# block 1

==> block_1/closeup.png <==
The bar under the picture is 5 µm long. Region (72, 105) to (92, 125) µm. Cells in grey, sequential cells in the stronger grey; small squares are vias.
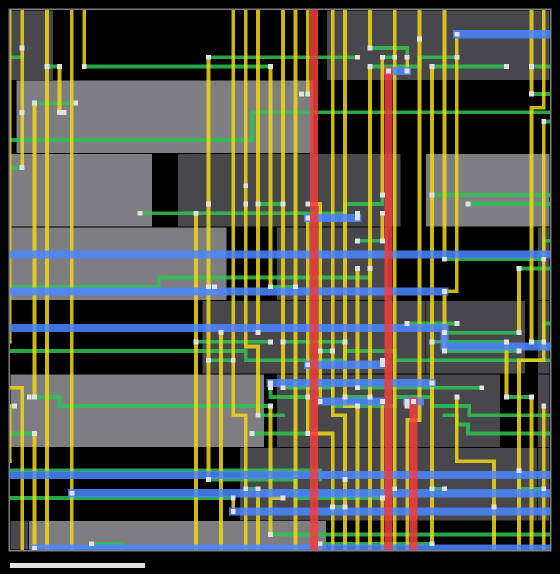

### src/rtl/alu_sequencer_if.sv
// alu_sequencer_if: instruction handshake, ALU operand/result bundle and
// debug register-read port of the ALU sequencer.
interface alu_sequencer_if #(
    parameter int N = 16
);
    logic [15:0]  instrIn;
    logic         instrValid;
    logic         instrReady;
    logic [N-1:0] aluOperand1;
    logic [N-1:0] aluOperand2;
    logic         aluCarryIn;
    logic [2:0]   aluOperation;
    logic         aluEnableAlu;
    logic         aluEnableShift;
    logic         aluEnableLoad;
    logic [N-1:0] aluResult;
    logic         aluCarryOut;
    logic         aluZeroOut;
    logic         aluNegativeOut;
    logic         carryFlag;
    logic         zeroFlag;
    logic         negativeFlag;
    logic         done;
    logic         illegal;
    logic [2:0]   dbgAddr;
    logic [N-1:0] dbgData;

    modport slave (
        input  instrIn, instrValid, aluResult, aluCarryOut, aluZeroOut, aluNegativeOut, dbgAddr,
        output instrReady, aluOperand1, aluOperand2, aluCarryIn, aluOperation,
               aluEnableAlu, aluEnableShift, aluEnableLoad,
               carryFlag, zeroFlag, negativeFlag, done, illegal, dbgData
    );

    modport master (
        output instrIn, instrValid, aluResult, aluCarryOut, aluZeroOut, aluNegativeOut, dbgAddr,
        input  instrReady, aluOperand1, aluOperand2, aluCarryIn, aluOperation,
               aluEnableAlu, aluEnableShift, aluEnableLoad,
               carryFlag, zeroFlag, negativeFlag, done, illegal, dbgData
    );
endinterface

### src/rtl/alu_sequencer.sv
// alu_sequencer: IDLE/READ/EXEC sequencer feeding an external ALU from an
// eight-entry register file and writing its result and flags back.
module alu_sequencer #(
    parameter int N = 16
) (
    input logic            clk,
    input logic            reset,
    alu_sequencer_if.slave bus
);
    localparam logic [1:0] IDLE = 2'd0;
    localparam logic [1:0] READ = 2'd1;
    localparam logic [1:0] EXEC = 2'd2;

    logic [1:0]   state_q, state_d;
    logic [15:0]  instr_q, instr_d;
    logic [N-1:0] regs_q [8];
    logic [N-1:0] op1_q, op1_d, op2_q, op2_d;
    logic [2:0]   op_q, op_d, en_q, en_d;
    logic         cin_q, cin_d, done_q, done_d, illegal_q, illegal_d;
    logic         c_q, z_q, n_q;
    logic [1:0]   cls;
    logic [2:0]   rd, rs1, rs2;
    logic         imm_ld;

    assign cls = instr_q[15:14];
    assign rd  = instr_q[10:8];
    assign rs1 = instr_q[7:5];
    assign rs2 = instr_q[4:2];
    // Immediate loads merge a byte into the destination, so rd becomes the second operand
    assign imm_ld = cls == 2'b10 && instr_q[13];

    always_comb begin
        state_d   = state_q;
        instr_d   = instr_q;
        op1_d     = op1_q;
        op2_d     = op2_q;
        op_d      = op_q;
        cin_d     = cin_q;
        en_d      = 3'b000;
        done_d    = 1'b0;
        illegal_d = 1'b0;
        if (state_q == IDLE) begin
            instr_d = bus.instrValid ? bus.instrIn : instr_q;
            state_d = bus.instrValid ? READ : IDLE;
        end else if (state_q == READ && cls == 2'b11) begin
            state_d   = IDLE;
            illegal_d = 1'b1;
        end else if (state_q == READ) begin
            op1_d   = imm_ld ? N'({2{instr_q[7:0]}}) : regs_q[rs1];
            op2_d   = imm_ld ? regs_q[rd] : regs_q[rs2];
            op_d    = instr_q[13:11];
            cin_d   = c_q;
            en_d    = 3'b001 << cls;
            state_d = EXEC;
        end else begin
            state_d = IDLE;
            done_d  = state_q == EXEC;
        end
    end

    always_ff @(posedge clk) begin
        if (reset) begin
            state_q   <= IDLE;
            instr_q   <= '0;
            op1_q     <= '0;
            op2_q     <= '0;
            op_q      <= '0;
            cin_q     <= 1'b0;
            en_q      <= '0;
            done_q    <= 1'b0;
            illegal_q <= 1'b0;
            c_q       <= 1'b0;
            z_q       <= 1'b0;
            n_q       <= 1'b0;
            for (int i = 0; i < 8; i++) regs_q[i] <= '0;
        end else begin
            state_q   <= state_d;
            instr_q   <= instr_d;
            op1_q     <= op1_d;
            op2_q     <= op2_d;
            op_q      <= op_d;
            cin_q     <= cin_d;
            en_q      <= en_d;
            done_q    <= done_d;
            illegal_q <= illegal_d;
            if (state_q == EXEC) begin
                regs_q[rd] <= bus.aluResult;
                c_q        <= bus.aluCarryOut;
                z_q        <= bus.aluZeroOut;
                n_q        <= bus.aluNegativeOut;
            end
        end
    end

    assign bus.instrReady     = state_q == IDLE;
    assign bus.aluOperand1    = op1_q;
    assign bus.aluOperand2    = op2_q;
    assign bus.aluOperation   = op_q;
    assign bus.aluCarryIn     = cin_q;
    assign bus.aluEnableAlu   = en_q[0];
    assign bus.aluEnableShift = en_q[1];
    assign bus.aluEnableLoad  = en_q[2];
    assign bus.carryFlag      = c_q;
    assign bus.zeroFlag       = z_q;
    assign bus.negativeFlag   = n_q;
    assign bus.done           = done_q;
    assign bus.illegal        = illegal_q;
    assign bus.dbgData        = regs_q[bus.dbgAddr];
endmodule

### src/flat_wrapper.sv
// flat-port wrapper written by rule: the top's interface ports become plain ports
module alu_sequencer_flat 
#(
    parameter int N = 16
)
  (clk, reset, bus_instrIn, bus_instrValid, bus_aluResult, bus_aluCarryOut, bus_aluZeroOut, bus_aluNegativeOut, bus_dbgAddr, bus_instrReady, bus_aluOperand1, bus_aluOperand2, bus_aluCarryIn, bus_aluOperation, bus_aluEnableAlu, bus_aluEnableShift, bus_aluEnableLoad, bus_carryFlag, bus_zeroFlag, bus_negativeFlag, bus_done, bus_illegal, bus_dbgData);
  alu_sequencer_if #(.N(N)) bus_i ();
  input logic clk;
  input logic reset;
  input wire logic [$bits(bus_i.instrIn)-1:0] bus_instrIn;
  input wire logic [$bits(bus_i.instrValid)-1:0] bus_instrValid;
  input wire logic [$bits(bus_i.aluResult)-1:0] bus_aluResult;
  input wire logic [$bits(bus_i.aluCarryOut)-1:0] bus_aluCarryOut;
  input wire logic [$bits(bus_i.aluZeroOut)-1:0] bus_aluZeroOut;
  input wire logic [$bits(bus_i.aluNegativeOut)-1:0] bus_aluNegativeOut;
  input wire logic [$bits(bus_i.dbgAddr)-1:0] bus_dbgAddr;
  output wire logic [$bits(bus_i.instrReady)-1:0] bus_instrReady;
  output wire logic [$bits(bus_i.aluOperand1)-1:0] bus_aluOperand1;
  output wire logic [$bits(bus_i.aluOperand2)-1:0] bus_aluOperand2;
  output wire logic [$bits(bus_i.aluCarryIn)-1:0] bus_aluCarryIn;
  output wire logic [$bits(bus_i.aluOperation)-1:0] bus_aluOperation;
  output wire logic [$bits(bus_i.aluEnableAlu)-1:0] bus_aluEnableAlu;
  output wire logic [$bits(bus_i.aluEnableShift)-1:0] bus_aluEnableShift;
  output wire logic [$bits(bus_i.aluEnableLoad)-1:0] bus_aluEnableLoad;
  output wire logic [$bits(bus_i.carryFlag)-1:0] bus_carryFlag;
  output wire logic [$bits(bus_i.zeroFlag)-1:0] bus_zeroFlag;
  output wire logic [$bits(bus_i.negativeFlag)-1:0] bus_negativeFlag;
  output wire logic [$bits(bus_i.done)-1:0] bus_done;
  output wire logic [$bits(bus_i.illegal)-1:0] bus_illegal;
  output wire logic [$bits(bus_i.dbgData)-1:0] bus_dbgData;
  assign bus_i.instrIn = bus_instrIn;
  assign bus_i.instrValid = bus_instrValid;
  assign bus_i.aluResult = bus_aluResult;
  assign bus_i.aluCarryOut = bus_aluCarryOut;
  assign bus_i.aluZeroOut = bus_aluZeroOut;
  assign bus_i.aluNegativeOut = bus_aluNegativeOut;
  assign bus_i.dbgAddr = bus_dbgAddr;
  assign bus_instrReady = bus_i.instrReady;
  assign bus_aluOperand1 = bus_i.aluOperand1;
  assign bus_aluOperand2 = bus_i.aluOperand2;
  assign bus_aluCarryIn = bus_i.aluCarryIn;
  assign bus_aluOperation = bus_i.aluOperation;
  assign bus_aluEnableAlu = bus_i.aluEnableAlu;
  assign bus_aluEnableShift = bus_i.aluEnableShift;
  assign bus_aluEnableLoad = bus_i.aluEnableLoad;
  assign bus_carryFlag = bus_i.carryFlag;
  assign bus_zeroFlag = bus_i.zeroFlag;
  assign bus_negativeFlag = bus_i.negativeFlag;
  assign bus_done = bus_i.done;
  assign bus_illegal = bus_i.illegal;
  assign bus_dbgData = bus_i.dbgData;
  alu_sequencer #(.N(N)) u_core (.clk(clk), .reset(reset), .bus(bus_i));
endmodule
### config.mk
export PLATFORM = sky130hd
export DESIGN_NAME = alu_sequencer_flat
export DESIGN_NICKNAME = d
export VERILOG_FILES = /design/src/rtl/alu_sequencer_if.sv /design/src/rtl/alu_sequencer.sv /design/src/flat_wrapper.sv
export SDC_FILE = /design/constraint.sdc
export NUM_CORES = 1
export LEC_CHECK = 0
export CAP_MARGIN = 20
export CORE_MARGIN = 8
export CORE_UTILIZATION = 50
export DETAILED_ROUTE_END_ITERATION = 8
export GPL_ROUTABILITY_DRIVEN = 1
export PLACE_DENSITY = 0.72
export RECOVER_POWER = 50
export SLEW_MARGIN = 10
export SYNTH_ARGS = -nofsm -noshare
export SYNTH_HDL_FRONTEND = slang
export SYNTH_SLANG_ARGS = --single-unit
### constraint.sdc
create_clock -name clk -period 5.7 [get_ports clk]
set_clock_uncertainty 0.15 [all_clocks]
set_input_delay 1.425 -clock clk [delete_from_list [all_inputs] [get_ports clk]]
set_output_delay 1.425 -clock clk [all_outputs]
set_load 0.01 [all_outputs]
# block 2

==> config.mk <==
export PLATFORM = sky130hd
export DESIGN_NAME = uart_rx_param_flat
export DESIGN_NICKNAME = d
export VERILOG_FILES = /design/src/rtl/uart_rx_param_if.sv /design/src/rtl/uart_rx_param.sv /design/src/flat_wrapper.sv
export SDC_FILE = /design/constraint.sdc
export NUM_CORES = 1
export LEC_CHECK = 0
export CAP_MARGIN = 0
export CORE_MARGIN = 10
export CORE_UTILIZATION = 55
export DETAILED_ROUTE_END_ITERATION = 8
export MAX_ROUTING_LAYER = met4
export PLACE_DENSITY = 0.76
export SKIP_LAST_GASP = 1
export SYNTH_ARGS = -nofsm -noshare
export SYNTH_HDL_FRONTEND = slang
export SYNTH_SLANG_ARGS = --single-unit
==> constraint.sdc <==
create_clock -name clk -period 2.05 [get_ports clk]
set_input_delay 0.3075 -clock clk [delete_from_list [all_inputs] [get_ports clk]]
set_output_delay 0.3075 -clock clk [all_outputs]
set_load 0.02 [all_outputs]
==> src/rtl/uart_rx_param_if.sv <==
// Output handshake bundle of the parametrised UART receiver.
// The receiver drives the word and its flags; the consumer answers with data_ready.
interface uart_rx_param_if #(
    parameter int DATA_BITS = 8
);
    logic [DATA_BITS-1:0] data_out;
    logic                 data_valid;
    logic                 data_ready;
    logic                 frame_err;
    logic                 parity_err;
    logic                 overrun;

    modport master (
        output data_out, data_valid, frame_err, parity_err, overrun,
        input  data_ready
    );

    modport slave (
        input  data_out, data_valid, frame_err, parity_err, overrun,
        output data_ready
    );
endinterface

==> src/rtl/uart_rx_param.sv <==
// Parametrised UART receiver: configurable word/parity/stop format, 3-sample majority
// voting on an oversampled tick grid, error flags and a valid/ready output holding register.
module uart_rx_param #(
    parameter int CLK_HZ     = 81_250_000,
    parameter int BAUD       = 9600,
    parameter int OVERSAMPLE = 16,
    parameter int DATA_BITS  = 8,
    parameter int PARITY     = 0,
    parameter int STOP_BITS  = 1
) (
    input  logic                  clk,
    input  logic                  rst,
    input  logic                  rx,
    uart_rx_param_if.master       bus,
    output logic                  busy
);
    localparam int DIV   = (CLK_HZ + BAUD * OVERSAMPLE / 2) / (BAUD * OVERSAMPLE);
    localparam int DIV_W = ($clog2(DIV) > 0) ? $clog2(DIV) : 1;
    localparam int OS_W  = $clog2(OVERSAMPLE);
    localparam int BIT_W = $clog2(DATA_BITS);

    localparam logic [DIV_W-1:0] DIV_LAST  = DIV_W'(DIV - 1);
    localparam logic [OS_W-1:0]  OS_LAST   = OS_W'(OVERSAMPLE - 1);
    localparam logic [OS_W-1:0]  SMP_A     = OS_W'(OVERSAMPLE / 2 - 1);
    localparam logic [OS_W-1:0]  SMP_B     = OS_W'(OVERSAMPLE / 2);
    localparam logic [OS_W-1:0]  SMP_C     = OS_W'(OVERSAMPLE / 2 + 1);
    localparam logic [BIT_W-1:0] DATA_LAST = BIT_W'(DATA_BITS - 1);
    localparam logic [BIT_W-1:0] STOP_LAST = BIT_W'(STOP_BITS - 1);

    typedef enum logic [2:0] {S_IDLE, S_START, S_DATA, S_PARITY, S_STOP} state_t;

    logic                 rx_m, rx_s, rx_d;
    logic [1:0]           warm;
    logic                 armed;
    state_t               state;
    logic [DIV_W-1:0]     div_cnt;
    logic [OS_W-1:0]      os_cnt;
    logic [BIT_W-1:0]     bit_idx;
    logic                 smp_a, smp_b;
    logic [DATA_BITS-1:0] shift;
    logic                 ferr, perr, done;

    logic tick, decide, bit_end, maj, fall;

    assign tick    = (div_cnt == DIV_LAST);
    assign decide  = tick && (os_cnt == SMP_C);
    assign bit_end = tick && (os_cnt == OS_LAST);
    assign maj     = (smp_a & smp_b) | (smp_a & rx_s) | (smp_b & rx_s);
    assign fall    = armed && rx_d && !rx_s;
    assign busy    = (state != S_IDLE);

    // warm marks when rx_s carries real line samples rather than its reset value,
    // so a line held low through reset is never mistaken for an idle-then-start edge.
    always_ff @(posedge clk) begin
        // NOTE: non-blocking assignments make each flop take the pre-edge value of the
        // previous stage, so this is a genuine two-stage synchroniser plus edge history.
        if (rst) begin
            rx_m <= 1'b1;
            rx_s <= 1'b1;
            rx_d <= 1'b1;
            warm <= 2'b00;
        end else begin
            rx_m <= rx;
            rx_s <= rx_m;
            rx_d <= rx_s;
            warm <= {warm[0], 1'b1};
        end
    end

    always_ff @(posedge clk) begin
        if (rst) begin
            state          <= S_IDLE;
            armed          <= 1'b0;
            div_cnt        <= '0;
            os_cnt         <= '0;
            bit_idx        <= '0;
            smp_a          <= 1'b1;
            smp_b          <= 1'b1;
            shift          <= '0;
            ferr           <= 1'b0;
            perr           <= 1'b0;
            done           <= 1'b0;
            bus.data_out   <= '0;
            bus.data_valid <= 1'b0;
            bus.frame_err  <= 1'b0;
            bus.parity_err <= 1'b0;
            bus.overrun    <= 1'b0;
        end else begin
            done        <= 1'b0;
            bus.overrun <= 1'b0;
            div_cnt     <= tick ? '0 : div_cnt + 1'b1;
            if (state != S_IDLE && tick)
                os_cnt <= (os_cnt == OS_LAST) ? '0 : os_cnt + 1'b1;
            if (tick && os_cnt == SMP_A) smp_a <= rx_s;
            if (tick && os_cnt == SMP_B) smp_b <= rx_s;

            case (state)
                S_IDLE: begin
                    os_cnt  <= '0;
                    bit_idx <= '0;
                    if (rx_s && warm[1]) armed <= 1'b1;
                    if (fall) begin
                        state   <= S_START;
                        div_cnt <= '0;
                        ferr    <= 1'b0;
                        perr    <= 1'b0;
                    end
                end
                S_START: begin
                    if (decide && maj)  state <= S_IDLE;
                    else if (bit_end)   state <= S_DATA;
                end
                S_DATA: begin
                    if (decide) shift <= {maj, shift[DATA_BITS-1:1]};
                    if (bit_end) begin
                        if (bit_idx == DATA_LAST) begin
                            bit_idx <= '0;
                            state   <= (PARITY != 0) ? S_PARITY : S_STOP;
                        end else begin
                            bit_idx <= bit_idx + 1'b1;
                        end
                    end
                end
                S_PARITY: begin
                    // Expected bit is the data XOR, inverted for odd parity.
                    if (decide) perr <= maj ^ (^shift) ^ (PARITY == 1);
                    if (bit_end) state <= S_STOP;
                end
                S_STOP: begin
                    if (decide) begin
                        if (!maj) ferr <= 1'b1;
                        if (bit_idx == STOP_LAST) begin
                            state <= S_IDLE;
                            done  <= 1'b1;
                            if (!maj || ferr) armed <= 1'b0;
                        end
                    end else if (bit_end) begin
                        bit_idx <= bit_idx + 1'b1;
                    end
                end
                default: state <= S_IDLE;
            endcase

            // A completed frame beats a same-cycle acceptance; otherwise it is dropped.
            if (done) begin
                if (!bus.data_valid || bus.data_ready) begin
                    bus.data_out   <= shift;
                    bus.frame_err  <= ferr;
                    bus.parity_err <= perr;
                    bus.data_valid <= 1'b1;
                end else begin
                    bus.overrun <= 1'b1;
                end
            end else if (bus.data_valid && bus.data_ready) begin
                bus.data_valid <= 1'b0;
            end
        end
    end
endmodule

==> src/flat_wrapper.sv <==
// flat-port wrapper written by rule: the top's interface ports become plain ports
module uart_rx_param_flat 
#(
    parameter int CLK_HZ     = 81_250_000,
    parameter int BAUD       = 9600,
    parameter int OVERSAMPLE = 16,
    parameter int DATA_BITS  = 8,
    parameter int PARITY     = 0,
    parameter int STOP_BITS  = 1
)
  (clk, rst, rx, busy, bus_data_out, bus_data_valid, bus_frame_err, bus_parity_err, bus_overrun, bus_data_ready);
  uart_rx_param_if #(.DATA_BITS(DATA_BITS)) bus_i ();
  input  logic clk;
  input  logic rst;
  input  logic rx;
  output logic busy;
  output wire logic [$bits(bus_i.data_out)-1:0] bus_data_out;
  output wire logic [$bits(bus_i.data_valid)-1:0] bus_data_valid;
  output wire logic [$bits(bus_i.frame_err)-1:0] bus_frame_err;
  output wire logic [$bits(bus_i.parity_err)-1:0] bus_parity_err;
  output wire logic [$bits(bus_i.overrun)-1:0] bus_overrun;
  input wire logic [$bits(bus_i.data_ready)-1:0] bus_data_ready;
  assign bus_data_out = bus_i.data_out;
  assign bus_data_valid = bus_i.data_valid;
  assign bus_frame_err = bus_i.frame_err;
  assign bus_parity_err = bus_i.parity_err;
  assign bus_overrun = bus_i.overrun;
  assign bus_i.data_ready = bus_data_ready;
  uart_rx_param #(.CLK_HZ(CLK_HZ), .BAUD(BAUD), .OVERSAMPLE(OVERSAMPLE), .DATA_BITS(DATA_BITS), .PARITY(PARITY), .STOP_BITS(STOP_BITS)) u_core (.clk(clk), .rst(rst), .rx(rx), .bus(bus_i), .busy(busy));
endmodule
==> block_1/gates.png <==
The bar under the picture is 50 µm long.
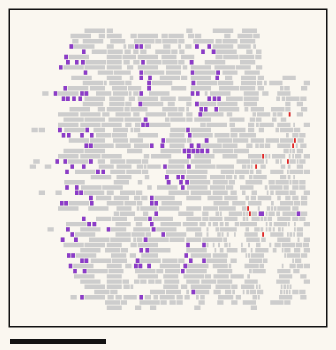
colour	family	cells
purple	and/or cells	138
red	inv cells	9
non-filler cells in the finished layout: 1138
Commonest Layout Cell: edfxtp_1
Comb/total area: 42.0%

==> block_1/ff_map.png <==
The bar under the picture is 50 µm long. Other sequential cells in the stronger grey, the rest of the logic in the fainter grey.
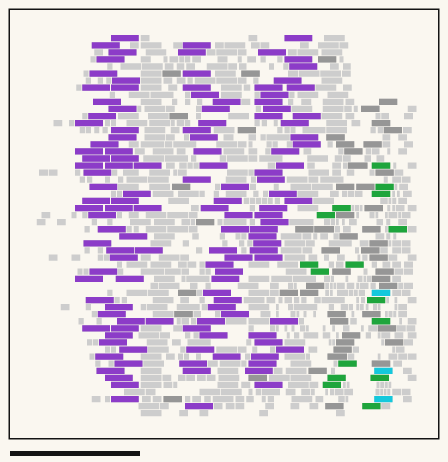
colour	signal	sequential cells
green	`u_core.instr_q`	16
cyan	`u_core.bus.aluOperation`	3
purple	`u_core.regs_q`	128
not coloured	52
Final Util: 58.7%
flop share of the area: 41.3%
register area: 5270 µm²
P_seq: 1640 µW

Notes on block_1/closeup.png above:
colour	layer
yellow	M2
blue	M3
red	M4
green	M1
cells with their middle in the window	13
most frequent	mux4_2 (5), edfxtp_1 (3)
sequential cells in the window	4
netlist names of flops here include	`u_core.regs_q` (3), `u_core.bus.aluOperand2` (1)

==> flow_metrics.env, block 1 <==
# source this file to load flow results
export IMPL_cts_clk_slew_worst_paths_ns=0.07
export IMPL_maxCapViolCount=1
export IMPL_setup_worst_path_end="bus_dbgData[13]"
export IMPL_simple_gate_share_pct=11.0
export IMPL_worst_pin_slew_ns=2.35
export IMPL_p_seq_share_pct=50.0
export IMPL_syn_to_final_growth_pct=15.7
export IMPL_drv_slew=56
export IMPL_rsz0062_at_grt="no"
export IMPL_synthArstFlopShare_pct=0
export IMPL_status="finished, violations left"
export IMPL_ant_nets=0
export IMPL_grt_util_met1_pct=26.4
export IMPL_violations="capacitance limit, slew limit"
export IMPL_clock_latency_ns=0.43
export IMPL_power_switching_uw=830
export IMPL_numCtsBuffers=17
export IMPL_p_comb_share_pct=14.9
export IMPL_synthAoiAreaFrac_pct=5.06
-- block 1: worst max-delay path, delay by kind of cell --
kind / cells / cell delay [ns]
buffers and inverters: 3 / 1.36
muxes: 2 / 0.69
-- block 1: cell type report --
type / count / area (µm²)
flip-flops and latches: 199 / 5270
inverters: 9 / 33.8
fillers: 1652 / 8990
repair buffers: 130 / 1190
multi-input cells: 489 / 5360
clock inverters: 14 / 125
well taps: 280 / 350
clock buffers: 17 / 425
==> block_2/gates.png <==
The bar under the picture is 20 µm long.
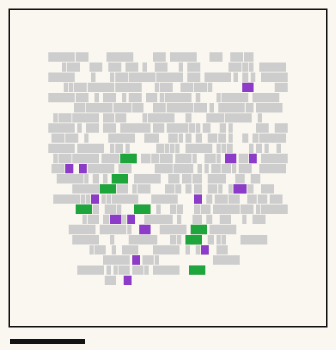
colour	family	cells
green	fa/ha/maj cells	8
purple	and/or cells	14
non-filler cells in the finished layout: 316
Comb/total area: 45.8%

==> flow_metrics.env, block 2 <==
# source this file to load flow results
export IMPL_status="finished clean"
export IMPL_grt_pass1_wl_um=7250
export IMPL_max_clock_path_buffers=2
export IMPL_seq_area_share_pct=38.9
export IMPL_critPathMaxFanout=7
export IMPL_drv_slew=0
export IMPL_p_int_uw=1260
export IMPL_highest_layer="met4"
export IMPL_startpoint_type="register"
export IMPL_h_tree_depth=2
export IMPL_ys_warn_count=0
export IMPL_drc=0
export IMPL_ff_count=51
export IMPL_swShare_pct=21.9
export IMPL_portBuffers=16
export IMPL_drtIter0Drc=135
export IMPL_p_per_area_nw_per_um2=616
export IMPL_xor_share_pct=6.69
export IMPL_synth_top_cell_area_share_pct=44.4
export IMPL_edf_count=0
export IMPL_layout_nets=277
export IMPL_lay_top_count="dfxtp_1"
export IMPL_warning_count=30
export IMPL_synth_area_leader_cell="dfxtp_1"
export IMPL_fa_ha_area_share_pct=4.35
export IMPL_met3_usage_pct=3.09
export IMPL_maxCapViolCount=0
export IMPL_min_from="u_core.rx_m"
export IMPL_worstPathCellList="nor3_2 -> inv_1 -> clkdlybuf4s50_1"
export IMPL_top_cells_by_area="dfxtp_1, mux2i_1, nor2_1"
export IMPL_largestRegisters="u_core.div_cnt (10), u_core.bus.data_out (8), u_core.shift (8)"
export IMPL_diodes=0
[block 2: through the flow]
step | instances | setup slack [ns] | instance area [µm²] | util (%) | hold slack (ns)
CTS | 316 | 0.0752 | 2610 | 64.9 | 0.419
global route | 316 | 0.0529 | 2630 | 65.2 | 0.448
global placement | 308 | 0.273 | 2530 | 62.8 | 0.392
detailed placement | 308 | 0.199 | 2530 | 62.8 | 0.400
finish | 316 | 0.160 | 2630 | 65.2 | 0.412
floorplan | 246 | 0.385 | 2300 | - | 0.389

==> notes/layouts.md <==
Pictures saved along the way, in no particular order.

Metal layers overlaid.
(a)
The bar under the picture is 50 µm long.
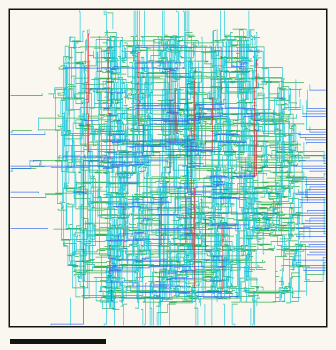
(b)
The bar under the picture is 20 µm long.
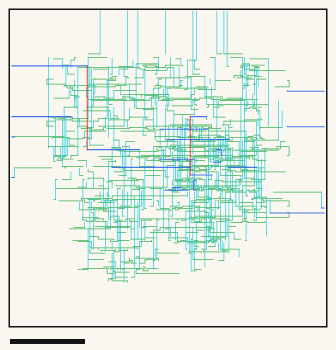
(a) comes from block 1.
(b) comes from block 2.


# block 3

File: src/rtl/sr_latch_sequencer_pkg.sv
// Shared types and helpers for the SR latch sequencer.
// Holds the sequencer state enum, the op encodings and a constant clog2.
package sr_seq_pkg;

    typedef enum logic [1:0] {
        INIT  = 2'd0,
        IDLE  = 2'd1,
        DRIVE = 2'd2,
        GAP   = 2'd3
    } seq_state_t;

    localparam logic OP_SET   = 1'b1;
    localparam logic OP_RESET = 1'b0;

    // Width needed to index 'value' distinct items; 1 and below give 0.
    function automatic int clog2(input int value);
        int result;
        result = 0;
        while ((1 << result) < value) begin
            result++;
        end
        return result;
    endfunction

endpackage

File: src/rtl/sr_latch_sequencer_rr_arbiter.sv
// Combinational round-robin arbiter: grants the first request at or after
// 'ptr', wrapping from NREQ-1 to 0. The pointer register lives in the caller.
module rr_arbiter
    import sr_seq_pkg::*;
#(
    parameter int NREQ = 4
) (
    input  logic [NREQ-1:0]          req,
    input  logic [clog2(NREQ)-1:0]   ptr,
    output logic [NREQ-1:0]          grant,
    output logic                     grant_valid
);

    localparam int PTR_W = clog2(NREQ);

    logic [PTR_W-1:0] idx;
    logic             found;

    always_comb begin
        grant = '0;
        found = 1'b0;
        idx   = '0;
        for (int k = 0; k < NREQ; k++) begin
            idx = PTR_W'((int'(ptr) + k) % NREQ);
            if (!found && req[idx]) begin
                grant[idx] = 1'b1;
                found      = 1'b1;
            end
        end
    end

    assign grant_valid = found;

endmodule

File: src/rtl/sr_latch_sequencer.sv
// Shares one SR latch between NREQ requesters: round-robin grant, timed s/r pulse,
// then a recovery gap. Optional q feedback check enabled by SR_FEEDBACK_CHECK_EN.
module sr_latch_sequencer
    import sr_seq_pkg::*;
#(
    parameter int NREQ    = 4,
    parameter int PULSE_W = 2,
    parameter int GAP_W   = 1
) (
    input  logic            clk,
    input  logic            rst,
    input  logic [NREQ-1:0] req_valid,
    input  logic [NREQ-1:0] req_op,
    output logic [NREQ-1:0] req_ready,
    output logic            s,
    output logic            r,
    output logic            q_cmd,
    output logic            busy,
    input  logic            q_fb,
    output logic            err
);

    localparam int PTR_W = clog2(NREQ);
    localparam int CNT_W = clog2(((PULSE_W > GAP_W) ? PULSE_W : GAP_W) + 1);

    localparam logic [CNT_W-1:0] PULSE_LAST = CNT_W'(PULSE_W - 1);
    localparam logic [CNT_W-1:0] GAP_LAST   = CNT_W'(GAP_W - 1);
    localparam logic [PTR_W-1:0] LAST_REQ   = PTR_W'(NREQ - 1);

    seq_state_t       state;
    logic [PTR_W-1:0] rr_ptr;
    logic [CNT_W-1:0] cnt;

    logic [NREQ-1:0]  grant;
    logic             grant_valid;
    logic [PTR_W-1:0] winner;
    logic [PTR_W-1:0] next_ptr;
    logic             winner_op;
    logic             accept;
    logic             gap_last;

    rr_arbiter #(
        .NREQ(NREQ)
    ) u_arb (
        .req        (req_valid),
        .ptr        (rr_ptr),
        .grant      (grant),
        .grant_valid(grant_valid)
    );

    always_comb begin
        winner = '0;
        for (int i = 0; i < NREQ; i++) begin
            if (grant[i]) begin
                winner = PTR_W'(i);
            end
        end
    end

    assign next_ptr  = (winner == LAST_REQ) ? '0 : winner + PTR_W'(1);
    assign winner_op = |(grant & req_op);

    // Handshake is only offered from a settled IDLE and never while reset is held.
    assign accept    = (state == IDLE) && !rst && grant_valid;
    assign req_ready = accept ? grant : '0;
    assign busy      = (state != IDLE);
    assign gap_last  = (state == GAP) && (cnt == GAP_LAST);

    // s and r only ever load from op and its complement, or both zero, so s&r is impossible.
    always_ff @(posedge clk) begin
        if (rst) begin
            state  <= INIT;
            s      <= 1'b0;
            r      <= 1'b0;
            q_cmd  <= 1'b0;
            rr_ptr <= '0;
            cnt    <= '0;
        end else begin
            case (state)
                INIT: begin
                    s     <= OP_RESET;
                    r     <= ~OP_RESET;
                    q_cmd <= OP_RESET;
                    cnt   <= '0;
                    state <= DRIVE;
                end
                IDLE: begin
                    s <= 1'b0;
                    r <= 1'b0;
                    if (accept) begin
                        s      <= winner_op;
                        r      <= ~winner_op;
                        q_cmd  <= winner_op;
                        rr_ptr <= next_ptr;
                        cnt    <= '0;
                        state  <= DRIVE;
                    end
                end
                DRIVE: begin
                    if (cnt == PULSE_LAST) begin
                        s     <= 1'b0;
                        r     <= 1'b0;
                        cnt   <= '0;
                        state <= GAP;
                    end else begin
                        cnt <= cnt + CNT_W'(1);
                    end
                end
                GAP: begin
                    if (cnt == GAP_LAST) begin
                        cnt   <= '0;
                        state <= IDLE;
                    end else begin
                        cnt <= cnt + CNT_W'(1);
                    end
                end
                default: begin
                    s     <= 1'b0;
                    r     <= 1'b0;
                    state <= INIT;
                end
            endcase
        end
    end

`ifdef SR_FEEDBACK_CHECK_EN
    // The latch has had the whole gap to settle, so q_fb should now match the command.
    always_ff @(posedge clk) begin
        if (rst) begin
            err <= 1'b0;
        end else if (gap_last && (q_fb != q_cmd)) begin
            err <= 1'b1;
        end
    end
`else
    logic unused_q_fb;
    logic unused_gap_last;
    assign unused_q_fb     = q_fb;
    assign unused_gap_last = gap_last;
    assign err             = 1'b0;
`endif

endmodule

File: config.mk
export PLATFORM = sky130hd
export DESIGN_NAME = sr_latch_sequencer
export DESIGN_NICKNAME = d
export VERILOG_FILES = /design/src/rtl/sr_latch_sequencer_pkg.sv /design/src/rtl/sr_latch_sequencer_rr_arbiter.sv /design/src/rtl/sr_latch_sequencer.sv
export SDC_FILE = /design/constraint.sdc
export NUM_CORES = 1
export LEC_CHECK = 0
export ABC_AREA = 0
export CORE_MARGIN = 10
export CORE_UTILIZATION = 30
export DETAILED_ROUTE_END_ITERATION = 8
export GPL_TIMING_DRIVEN = 1
export SETUP_SLACK_MARGIN = 0.02
export SYNTH_ARGS = -nofsm -noshare
export SYNTH_HDL_FRONTEND = slang
export SYNTH_SLANG_ARGS = --single-unit
File: constraint.sdc
create_clock -name clk -period 5.3 [get_ports clk]
set_clock_uncertainty 0.1 [all_clocks]
set_input_delay 1.325 -clock clk [delete_from_list [all_inputs] [get_ports clk]]
set_output_delay 1.325 -clock clk [all_outputs]
set_load 0.03 [all_outputs]
==> block_3/congestion_map.png <==
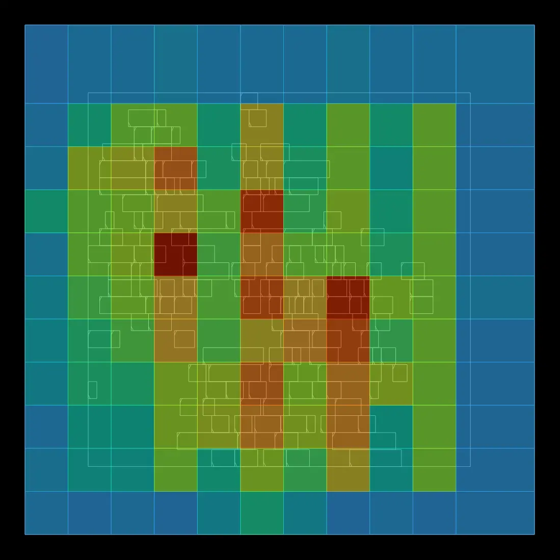
met3 usage in global routing: 3.06%
Final Util: 38.0%
global-route track usage on met2: 15.8%
Most Used Layer, Global Route: met2

==> block_3/closeup.png <==
The bar under the picture is 5 µm long. Region (31, 47) to (51, 67) µm. Cells in grey, sequential cells in the stronger grey; small squares are vias.
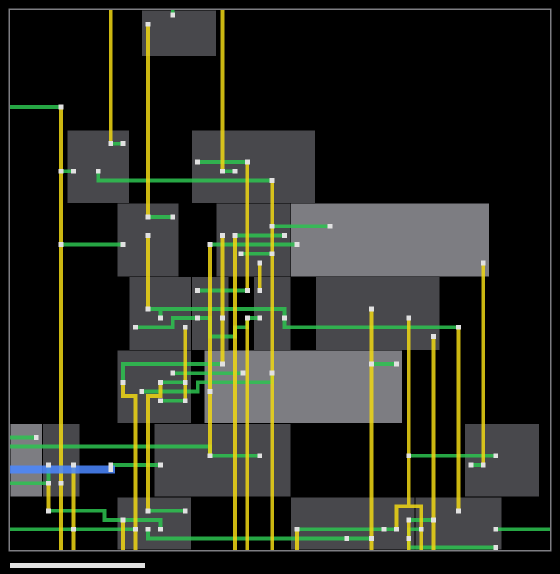
colour	layer
blue	M3
green	M1
yellow	M2
cells with their middle in the window	18
sequential cells in the window	2
most frequent	nor2_1 (3)
netlist names of flops here include	`rr_ptr` (2)

==> per-layer routing <==
layer  wire length [µm]  up-vias  track usage, %
li1                   -      515               -
met1               1340      495            11.1
met2               1430       31            15.8
met3                164        5            3.06
met4                 19        0            1.70
met5                  0        -               0
==> layout make-up <==
type,instances,area [µm²]
Fill cell,378,2270
Multi-Input combinational cell,106,858
Timing Repair Buffer,25,228
Clock buffer,4,45.0
Inverter,5,18.8
Tap cell,48,60.1
Sequential cell,9,180
==> critical path, delay by kind of cell <==
kind                   cells  cell delay, ns
buffers and inverters      2            1.22
AND-OR/OR-AND              2            0.60
AND/OR/NAND/NOR            3            0.58
==> flow_metrics.env <==
# source this file to load flow results
export IMPL_status="finished clean"
export IMPL_cts_tree="yes"
export IMPL_post_cts_repair_setup_buffers=0
export IMPL_p_int_uw=159
export IMPL_crit_path_max_incr_delay_ns=0.70
export IMPL_maxCapViolCount=0
export IMPL_clockRootBuffer="clkbuf_8"
export IMPL_portBuffers=17
export IMPL_ctsHoldBuffers=0
export IMPL_die_area_um2=6650
export IMPL_dp_hpwl_um=2300
export IMPL_grt_max_degree=16
export IMPL_power_switching_uw=70.1
export IMPL_peakVddDrop_mv=0.111
export IMPL_top_power_group="the clock network"
export IMPL_grt_pass1_vias=1045
export IMPL_antenna_found_initial=0

No activity file was given, so power comes from the tool's default toggle rates.
